######## pc_select_unit ########
Figure 1. Signal wires by layer (pc_select_unit).
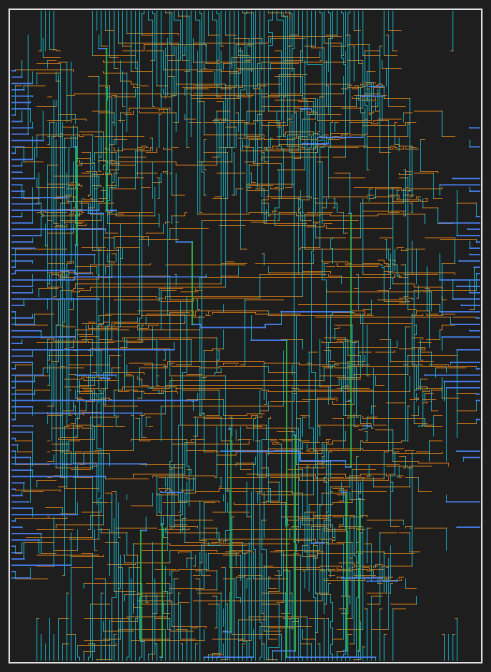

[src/rtl/pc_pkg.sv]
`default_nettype none
// ============================================================================
// Module      : pc_pkg (package)
// Description : Shared definitions for the PC select unit: FSM state encoding,
//               exception cause codes, default vector base address and a
//               helper that sizes the source-select field.
// Contents    : pc_state_t, EXC_* codes, VEC_BASE_DEFAULT, sel_width()
// Options     : PC_ALIGN_CHECK_EN (used by pc_select_unit) raises EXC_MISALIGNED
//               on a load of a target whose low two bits are non-zero.
// Revision    : 1.0 - initial release
// ============================================================================
package pc_pkg;

    // PC sequencer states. RUN is the only non-busy state.
    typedef enum logic [1:0] {
        ST_RUN      = 2'd0,
        ST_VEC_REQ  = 2'd1,
        ST_VEC_WAIT = 2'd2,
        ST_VEC_LOAD = 2'd3
    } pc_state_t;

    // Exception cause codes; each selects one byte of the vector table.
    localparam logic [1:0] EXC_OVERFLOW   = 2'd0;
    localparam logic [1:0] EXC_OPCODE     = 2'd1;
    localparam logic [1:0] EXC_DIV_ZERO   = 2'd2;
    localparam logic [1:0] EXC_MISALIGNED = 2'd3;

    // Address of the first vector-table byte.
    localparam int VEC_BASE_DEFAULT = 253;

    // Width of a select field for nsrc sources, never narrower than one bit.
    function automatic int sel_width(input int nsrc);
        return (nsrc > 1) ? $clog2(nsrc) : 1;
    endfunction

endpackage : pc_pkg
`default_nettype wire

[src/rtl/pc_src_mux.sv]
`default_nettype none
// ============================================================================
// Module      : pc_src_mux
// Description : NSRC:1 next-PC source multiplexer. Source i occupies
//               src_flat[i*WIDTH +: WIDTH]. A select value with no matching
//               source (possible when NSRC is not a power of two) yields zero.
// Ports       : sel      - source select (SEL_W bits)
//               src_flat - concatenated source buses (NSRC*WIDTH bits)
//               target   - selected source, or all-zero when out of range
// Revision    : 1.0 - initial release
// ============================================================================
module pc_src_mux #(
    parameter int WIDTH = 32,
    parameter int NSRC  = 5,
    parameter int SEL_W = 3
) (
    input  logic [SEL_W-1:0]      sel,
    input  logic [NSRC*WIDTH-1:0] src_flat,
    output logic [WIDTH-1:0]      target
);

    // Priority-free one-hot match: at most one index can equal sel, so the
    // loop reduces to a plain mux with a zero default.
    always_comb begin
        target = '0;
        for (int i = 0; i < NSRC; i++) begin
            if (sel == SEL_W'(i)) begin
                target = src_flat[i*WIDTH +: WIDTH];
            end
        end
    end

endmodule : pc_src_mux
`default_nettype wire

[src/rtl/pc_select_unit.sv]
`default_nettype none
// ============================================================================
// Module      : pc_select_unit
// Description : Program-counter register with next-PC source selection,
//               unconditional/conditional load and a four-state exception
//               vector sequence (RUN -> VEC_REQ -> VEC_WAIT -> VEC_LOAD -> RUN).
//               On exception entry the current PC is saved in epc, a one-cycle
//               byte read is issued at VEC_BASE + cause, and the returned byte
//               (zero-extended) becomes the new PC.
// Ports       : clk, reset            - clock, synchronous active-high reset
//               sel, src_flat         - next-PC source select / source buses
//               pc_write              - unconditional PC load
//               pc_write_cond, cond   - conditional PC load and its condition
//               exc_req, exc_code     - exception request and cause
//               mem_data              - vector byte returned by memory
//               pc, epc               - current PC, saved exception PC
//               vec_addr, vec_rd      - vector fetch address / read strobe
//               busy                  - high in every state but RUN
//               exc_taken             - one-cycle pulse while in VEC_LOAD
// Options     : PC_ALIGN_CHECK_EN - when defined, a load of a target with
//               non-zero bits [1:0] is converted into a misaligned exception.
// Revision    : 1.0 - initial release
// ============================================================================
module pc_select_unit
    import pc_pkg::*;
#(
    parameter int              WIDTH     = 32,
    parameter int              NSRC      = 5,
    parameter logic [WIDTH-1:0] RESET_VEC = '0,
    parameter logic [WIDTH-1:0] VEC_BASE  = WIDTH'(VEC_BASE_DEFAULT),
    localparam int             SEL_W     = sel_width(NSRC)
) (
    input  logic                  clk,
    input  logic                  reset,
    input  logic [SEL_W-1:0]      sel,
    input  logic [NSRC*WIDTH-1:0] src_flat,
    input  logic                  pc_write,
    input  logic                  pc_write_cond,
    input  logic                  cond,
    input  logic                  exc_req,
    input  logic [1:0]            exc_code,
    input  logic [7:0]            mem_data,
    output logic [WIDTH-1:0]      pc,
    output logic [WIDTH-1:0]      epc,
    output logic [WIDTH-1:0]      vec_addr,
    output logic                  vec_rd,
    output logic                  busy,
    output logic                  exc_taken
);

    pc_state_t        r_state;
    logic [WIDTH-1:0] w_target;
    logic             w_load;
    logic             w_exc_enter;
    logic [1:0]       w_exc_cause;
    logic             w_pc_update;

    pc_src_mux #(
        .WIDTH (WIDTH),
        .NSRC  (NSRC),
        .SEL_W (SEL_W)
    ) u_src_mux (
        .sel      (sel),
        .src_flat (src_flat),
        .target   (w_target)
    );

    // Decode of the RUN-state request. An external exception always wins
    // over a load; with alignment checking a misaligned load becomes an
    // exception of its own and never reaches the PC.
    always_comb begin
        w_load      = pc_write | (pc_write_cond & cond);
        w_exc_enter = 1'b0;
        w_exc_cause = exc_code;
        w_pc_update = 1'b0;
        if (exc_req) begin
            w_exc_enter = 1'b1;
        end else if (w_load) begin
`ifdef PC_ALIGN_CHECK_EN
            if (w_target[1:0] != 2'b00) begin
                w_exc_enter = 1'b1;
                w_exc_cause = EXC_MISALIGNED;
            end else begin
                w_pc_update = 1'b1;
            end
`else
            w_pc_update = 1'b1;
`endif
        end
    end

    // Single sequencer process; every output is registered. The vector
    // address register captures VEC_BASE + cause on entry, so it doubles as
    // the latched exception cause for the fetch cycle.
    always_ff @(posedge clk) begin
        if (reset) begin
            r_state   <= ST_RUN;
            pc        <= RESET_VEC;
            epc       <= '0;
            vec_addr  <= '0;
            vec_rd    <= 1'b0;
            busy      <= 1'b0;
            exc_taken <= 1'b0;
        end else begin
            case (r_state)
                ST_RUN: begin
                    exc_taken <= 1'b0;
                    if (w_exc_enter) begin
                        epc      <= pc;
                        vec_addr <= VEC_BASE + WIDTH'(w_exc_cause);
                        vec_rd   <= 1'b1;
                        busy     <= 1'b1;
                        r_state  <= ST_VEC_REQ;
                    end else begin
                        vec_addr <= '0;
                        vec_rd   <= 1'b0;
                        busy     <= 1'b0;
                        if (w_pc_update) begin
                            pc <= w_target;
                        end
                    end
                end
                ST_VEC_REQ: begin
                    // Read strobe lasts exactly one cycle; address returns
                    // to zero with it.
                    vec_rd   <= 1'b0;
                    vec_addr <= '0;
                    r_state  <= ST_VEC_WAIT;
                end
                ST_VEC_WAIT: begin
                    exc_taken <= 1'b1;
                    r_state   <= ST_VEC_LOAD;
                end
                ST_VEC_LOAD: begin
                    pc        <= WIDTH'(mem_data);
                    exc_taken <= 1'b0;
                    busy      <= 1'b0;
                    r_state   <= ST_RUN;
                end
                default: begin
                    vec_rd    <= 1'b0;
                    vec_addr  <= '0;
                    exc_taken <= 1'b0;
                    busy      <= 1'b0;
                    r_state   <= ST_RUN;
                end
            endcase
        end
    end

endmodule : pc_select_unit
`default_nettype wire

[config.mk]
export PLATFORM = sky130hd
export DESIGN_NAME = pc_select_unit
export DESIGN_NICKNAME = d
export VERILOG_FILES = /design/src/rtl/pc_pkg.sv /design/src/rtl/pc_src_mux.sv /design/src/rtl/pc_select_unit.sv
export SDC_FILE = /design/constraint.sdc
export NUM_CORES = 1
export LEC_CHECK = 0
export CORE_ASPECT_RATIO = 1.4
export CORE_MARGIN = 2
export CORE_UTILIZATION = 30
export CTS_BUF_LIST = sky130_fd_sc_hd__clkbuf_8 sky130_fd_sc_hd__clkbuf_16
export DETAILED_ROUTE_END_ITERATION = 8
export PLACE_DENSITY_LB_ADDON = 0.12
export SETUP_SLACK_MARGIN = 0.05
export SLEW_MARGIN = 0
export SYNTH_ARGS = -nofsm -noshare
export SYNTH_HDL_FRONTEND = slang
export SYNTH_SLANG_ARGS = --single-unit
[constraint.sdc]
create_clock -name clk -period 1.7 [get_ports clk]
set_input_delay 0.34 -clock clk [delete_from_list [all_inputs] [get_ports clk]]
set_output_delay 0.34 -clock clk [all_outputs]
set_load 0.005 [all_outputs]
######## memory_controller ########
[src/rtl/memory_controller.sv]
// Address-decoding memory controller routing core accesses to code ROM, RAM, input port and output map.
// Optional macro MEMCTRL_STICKY_ERROR_EN makes memory_error a sticky register cleared only by rst.
module memory_controller (
    input  logic        clk,
    input  logic        rst,
    input  logic [31:0] address,
    input  logic        write_enable,
    input  logic [1:0]  data_in_size,
    input  logic [1:0]  data_out_size,
    input  logic [31:0] data_in,
    output logic [31:0] data_out,
    output logic        memory_error,
    input  logic [31:0] code_in,
    output logic [31:0] code_address,
    input  logic [31:0] memory_in,
    output logic [31:0] memory_address,
    output logic [31:0] memory_out,
    output logic [1:0]  memory_size,
    output logic        memory_write_enable,
    input  logic [31:0] input_in,
    input  logic [31:0] output_in,
    output logic [31:0] output_address,
    output logic [31:0] output_out,
    output logic [1:0]  output_size,
    output logic        output_write_enable
);

    typedef enum logic [1:0] {
        REGION_CODE   = 2'd0,
        REGION_RAM    = 2'd1,
        REGION_INPUT  = 2'd2,
        REGION_OUTPUT = 2'd3
    } region_t;

    localparam logic [1:0] SIZE_BYTE = 2'b00;
    localparam logic [1:0] SIZE_HALF = 2'b01;
    localparam logic [1:0] SIZE_WORD = 2'b10;

    logic [1:0]  active_size;
    logic        mapped;
    region_t     region;
    logic        size_bad;
    logic        misaligned;
    logic        readonly_write;
    logic        illegal;
    logic [31:0] selected;
    logic [31:0] offset;

    assign active_size = write_enable ? data_in_size : data_out_size;
    assign mapped      = (address[31:30] == 2'b00);
    assign region      = region_t'(address[29:28]);
    assign offset      = {4'h0, address[27:0]};

    assign code_address   = offset;
    assign memory_address = offset;
    assign output_address = offset;
    assign memory_out     = data_in;
    assign output_out     = data_in;
    assign memory_size    = active_size;
    assign output_size    = active_size;

    // Classify the current access; any single fault makes the whole access illegal.
    always_comb begin
        size_bad       = (active_size == 2'b11);
        misaligned     = 1'b0;
        readonly_write = 1'b0;
        if (active_size == SIZE_HALF && address[0])
            misaligned = 1'b1;
        if (active_size == SIZE_WORD && address[1:0] != 2'b00)
            misaligned = 1'b1;
        if (write_enable && mapped && (region == REGION_CODE || region == REGION_INPUT))
            readonly_write = 1'b1;
        illegal = size_bad | misaligned | readonly_write | ~mapped;
    end

    assign memory_write_enable = ~rst & write_enable & ~illegal & (region == REGION_RAM);
    assign output_write_enable = ~rst & write_enable & ~illegal & (region == REGION_OUTPUT);

    always_comb begin
        selected = 32'h0;
        case (region)
            REGION_CODE:   selected = code_in;
            REGION_RAM:    selected = memory_in;
            REGION_INPUT:  selected = input_in;
            REGION_OUTPUT: selected = output_in;
            default:       selected = 32'h0;
        endcase
    end

    // Illegal accesses read as zero; narrow reads zero-fill the upper bits.
    always_comb begin
        data_out = 32'h0;
        if (!illegal) begin
            case (active_size)
                SIZE_BYTE: data_out = {24'h0, selected[7:0]};
                SIZE_HALF: data_out = {16'h0, selected[15:0]};
                default:   data_out = selected;
            endcase
        end
    end

`ifdef MEMCTRL_STICKY_ERROR_EN
    logic error_reg;

    always_ff @(posedge clk) begin
        if (rst)
            error_reg <= 1'b0;
        else if (illegal)
            error_reg <= 1'b1;
    end

    assign memory_error = error_reg;
`else
    // Without the sticky option nothing is clocked; clk is intentionally left unconsumed.
    logic unused_clk;
    assign unused_clk   = clk;
    assign memory_error = illegal;
`endif

endmodule

[config.mk]
export PLATFORM = sky130hd
export DESIGN_NAME = memory_controller
export DESIGN_NICKNAME = d
export VERILOG_FILES = /design/src/rtl/memory_controller.sv
export SDC_FILE = /design/constraint.sdc
export NUM_CORES = 1
export LEC_CHECK = 0
export CAP_MARGIN = 20
export CORE_AREA = 2 2 155 157
export DETAILED_ROUTE_END_ITERATION = 10
export DIE_AREA = 0 0 157 159
export PLACE_DENSITY = 0.51
export SLEW_MARGIN = 20
export SYNTH_ARGS = -nofsm -noshare
export SYNTH_HDL_FRONTEND = slang
export SYNTH_SLANG_ARGS = --single-unit
[constraint.sdc]
create_clock -name vclk -period 3.88
set_input_delay 0.776 -clock vclk [all_inputs]
set_output_delay 0.776 -clock vclk [all_outputs]
set_load 0.05 [all_outputs]

==> layout pictures side by side <==
Wires at chosen ports, followed through buffers.
(a)
The bar under the picture is 50 um long.
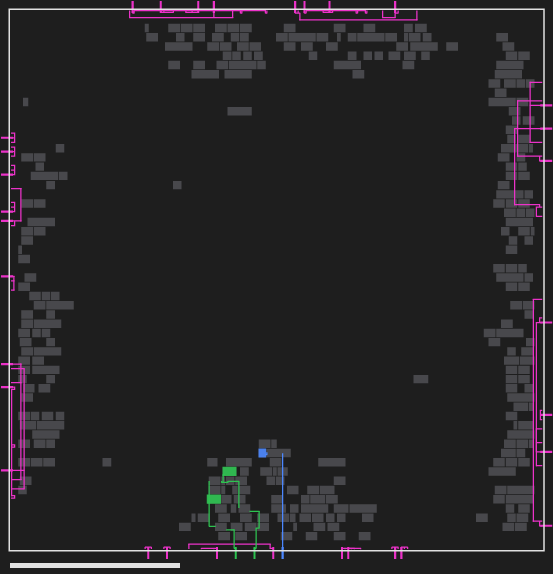
(b)
The bar under the picture is 20 um long.
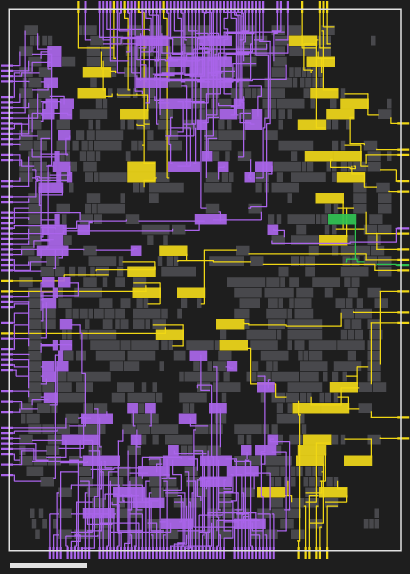
(a): memory_controller
(b): pc_select_unit
The one with the most cells is (b).
The one with the largest die is (a).

Key to (b):
legend:
  yellow:
    port: `epc`
    bits: 32
    direction: output
    end_cells: 32
    buffers: 32
    wire: 1060 um
  purple:
    port: `src_flat`
    bits: 160
    direction: input
    end_cells: 80
    buffers: 160
    wire: 4190 um
  green:
    port: `vec_rd`
    bits: 1
    direction: output
    end_cells: 1
    buffers: 1
    wire: 21.6 um

Figure 2. Cell placement (memory_controller).
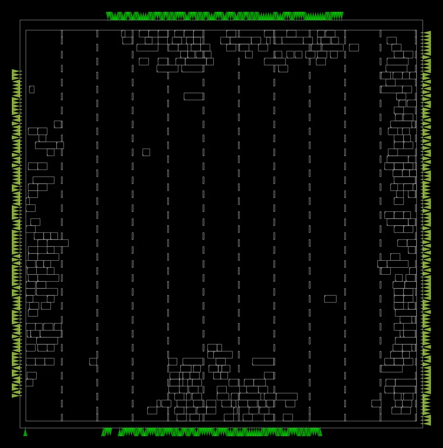
Finished Layout Cells: 605
# Taps: 319
fillers: 2585
CORE AREA: 0.0232 mm^2
row count: 56

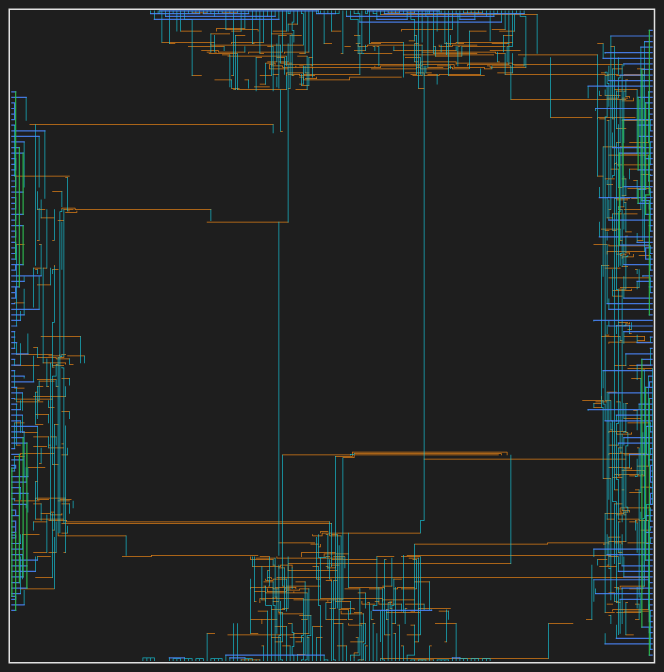
Figure 3: memory_controller, signal wires by layer.
legend:
  cyan:
    layer: metal 2
    wire_length: 4630 um
  orange:
    layer: metal 1
    wire_length: 2840 um
  green:
    layer: metal 4
    wire_length: 607 um
  blue:
    layer: metal 3
    wire_length: 1080 um

==> out/qor.yml, memory_controller <==
hold_start: "address[22]"
endpoint_kind: "primary output"
power_leader: "combinational cells"
grt-ovfl-total: 0
cts_hold_buf: 0
synthToLayoutAreaGrowth_pct: 36.8
hold_path.class: "in -> out"
antenna_found_initial: 0
fa_ha_area_share_pct: 0
outcome: "completed"
synth_cells: 259
critical_path_required_ns: 3.10
logic_area_mm2: 0.00121
worstHoldEndpoint: "memory_address[22]"
signal_buffers: 191
sw_frac_of_total_pct: 42.2
postCtsSetupRepairBufs: 0
grt_pass1_wl_um: 11700
avgSynthCellArea_um2: 9.70
fp_util_pct: 10.8
-- memory_controller: layer usage --
layer	part of all wire [%]	GRT usage, %	routed length [um]	vias up
li1	-	-	-	795
met1	31	5.41	2840	842
met2	51	11.6	4630	161
met3	12	1.77	1080	54
met4	6.6	3.75	606	0
met5	0	0	0	-
-- memory_controller: cells in the mapped netlist, types with 2 or more instances --
library cell / number
o21ai_0: 2
nor3b_2: 8
buf_6: 9
mux2_2: 2
nor3b_1: 24
buf_4: 166
mux4_2: 32
nor3_2: 3
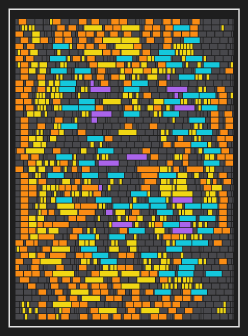
Figure 4: pc_select_unit, cells colored by class.
Fill, decap, tap and diode cells in gray.
legend:
  purple:
    class: clock drivers and dummy loads
    cells: 16
  yellow:
    class: combinational and other logic
    cells: 326
  orange:
    class: remaining buffers and delay cells
    cells: 286
  cyan:
    class: sequential cells
    cells: 73
design area: 0.00710 mm^2
final core utilization: 55.2%

About Figure 1:
legend:
  blue:
    layer: metal 3
    wire_length: 894 um
  green:
    layer: metal 4
    wire_length: 405 um
  orange:
    layer: metal 1
    wire_length: 5600 um
  cyan:
    layer: metal 2
    wire_length: 7990 um

==> out/qor.yml, pc_select_unit <==
core_mm2: 0.0129
cp_num_cells: 1
clock_latency_ns: 0.33
ys_chip_area_mm2: 0.00396
via_per_inst: 4.95
wl_met2_um: 7990
most_common_cell: "nand2_1"
top_layer: "met4"
cts_sinks: 73
grt_use_met2_pct: 37.9
outcome: "completed"
antenna_found_initial: 0
common_cells: "97 x nand2_1, 73 x dfxtp_1, 62 x a21oi_1, 28 x buf_4, 25 x clkbuf_1"
ios: 278
fp_util_pct: 30.7
-- pc_select_unit: power by group through the flow --
| stage | logic [uW] | registers, uW | clock network [uW] |
|---|---|---|---|
| final | 2490 | 2070 | 1720 |
| after global routing | 2720 | 2100 | 1830 |
| after CTS | 2450 | 2070 | 1770 |
| after detailed placement | 2360 | 2100 | 0 |
| after global placement | 2340 | 2090 | 0 |
| after floorplan | 1130 | 2080 | 0 |
-- pc_select_unit: through the flow --
step	util [%]	TNS (ns)	power [uW]	area (um^2)
after detailed placement	51.8	-7.67	4460	6670
after global routing	55.2	0	6650	7100
after CTS	54.8	0	6280	7060
final	55.2	0	6280	7100
after global placement	51.8	-6.84	4430	6670
after floorplan	-	-0.000800	3210	4070
-- pc_select_unit: flip-flops by register name, summed over array words and instances (netlist names) --
name and cells:
vec_rd 1, exc_taken 1, epc 32, busy 1, vec_addr 4, pc 32, r_state 2
-- pc_select_unit: repair_timing --
action                                  CTS  global route
hold buffers                              0             0
endpoints found under the setup margin    3            53
pin swaps                                 3             2
gates resized                            10            12
gates cloned                              2             0
buffers inserted                          5             1


==> notes/layouts.md <==
Pictures saved along the way, in no particular order.

Sizing map.
image #1
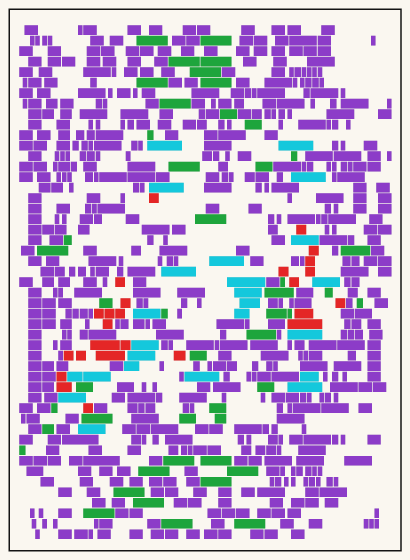
image #2
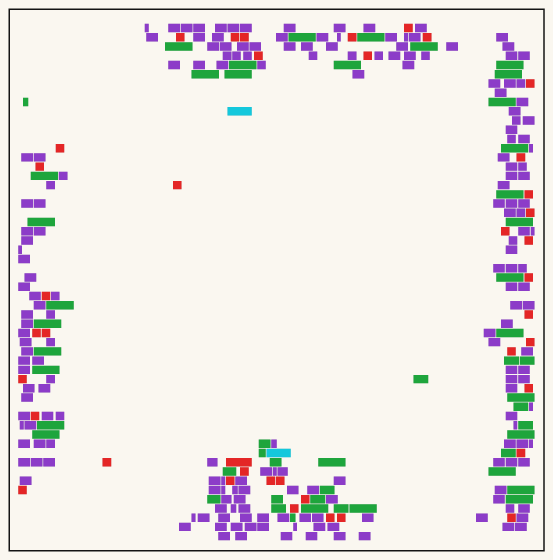
- most cells: image #1
image #2: memory_controller
image #1: pc_select_unit

Key to image #1:
legend:
  green:
    size: _2 cells
    cells: 47
    most_used: mux4_2
  red:
    size: _3 and _4 cells
    cells: 25
    most_used: buf_4
  purple:
    size: _0 and _1 cells
    cells: 605
    most_used: clkdlybuf4s50_1
  cyan:
    size: _6 and larger
    cells: 24

Power figures rest on the tool's default switching activity, not on a simulated workload.
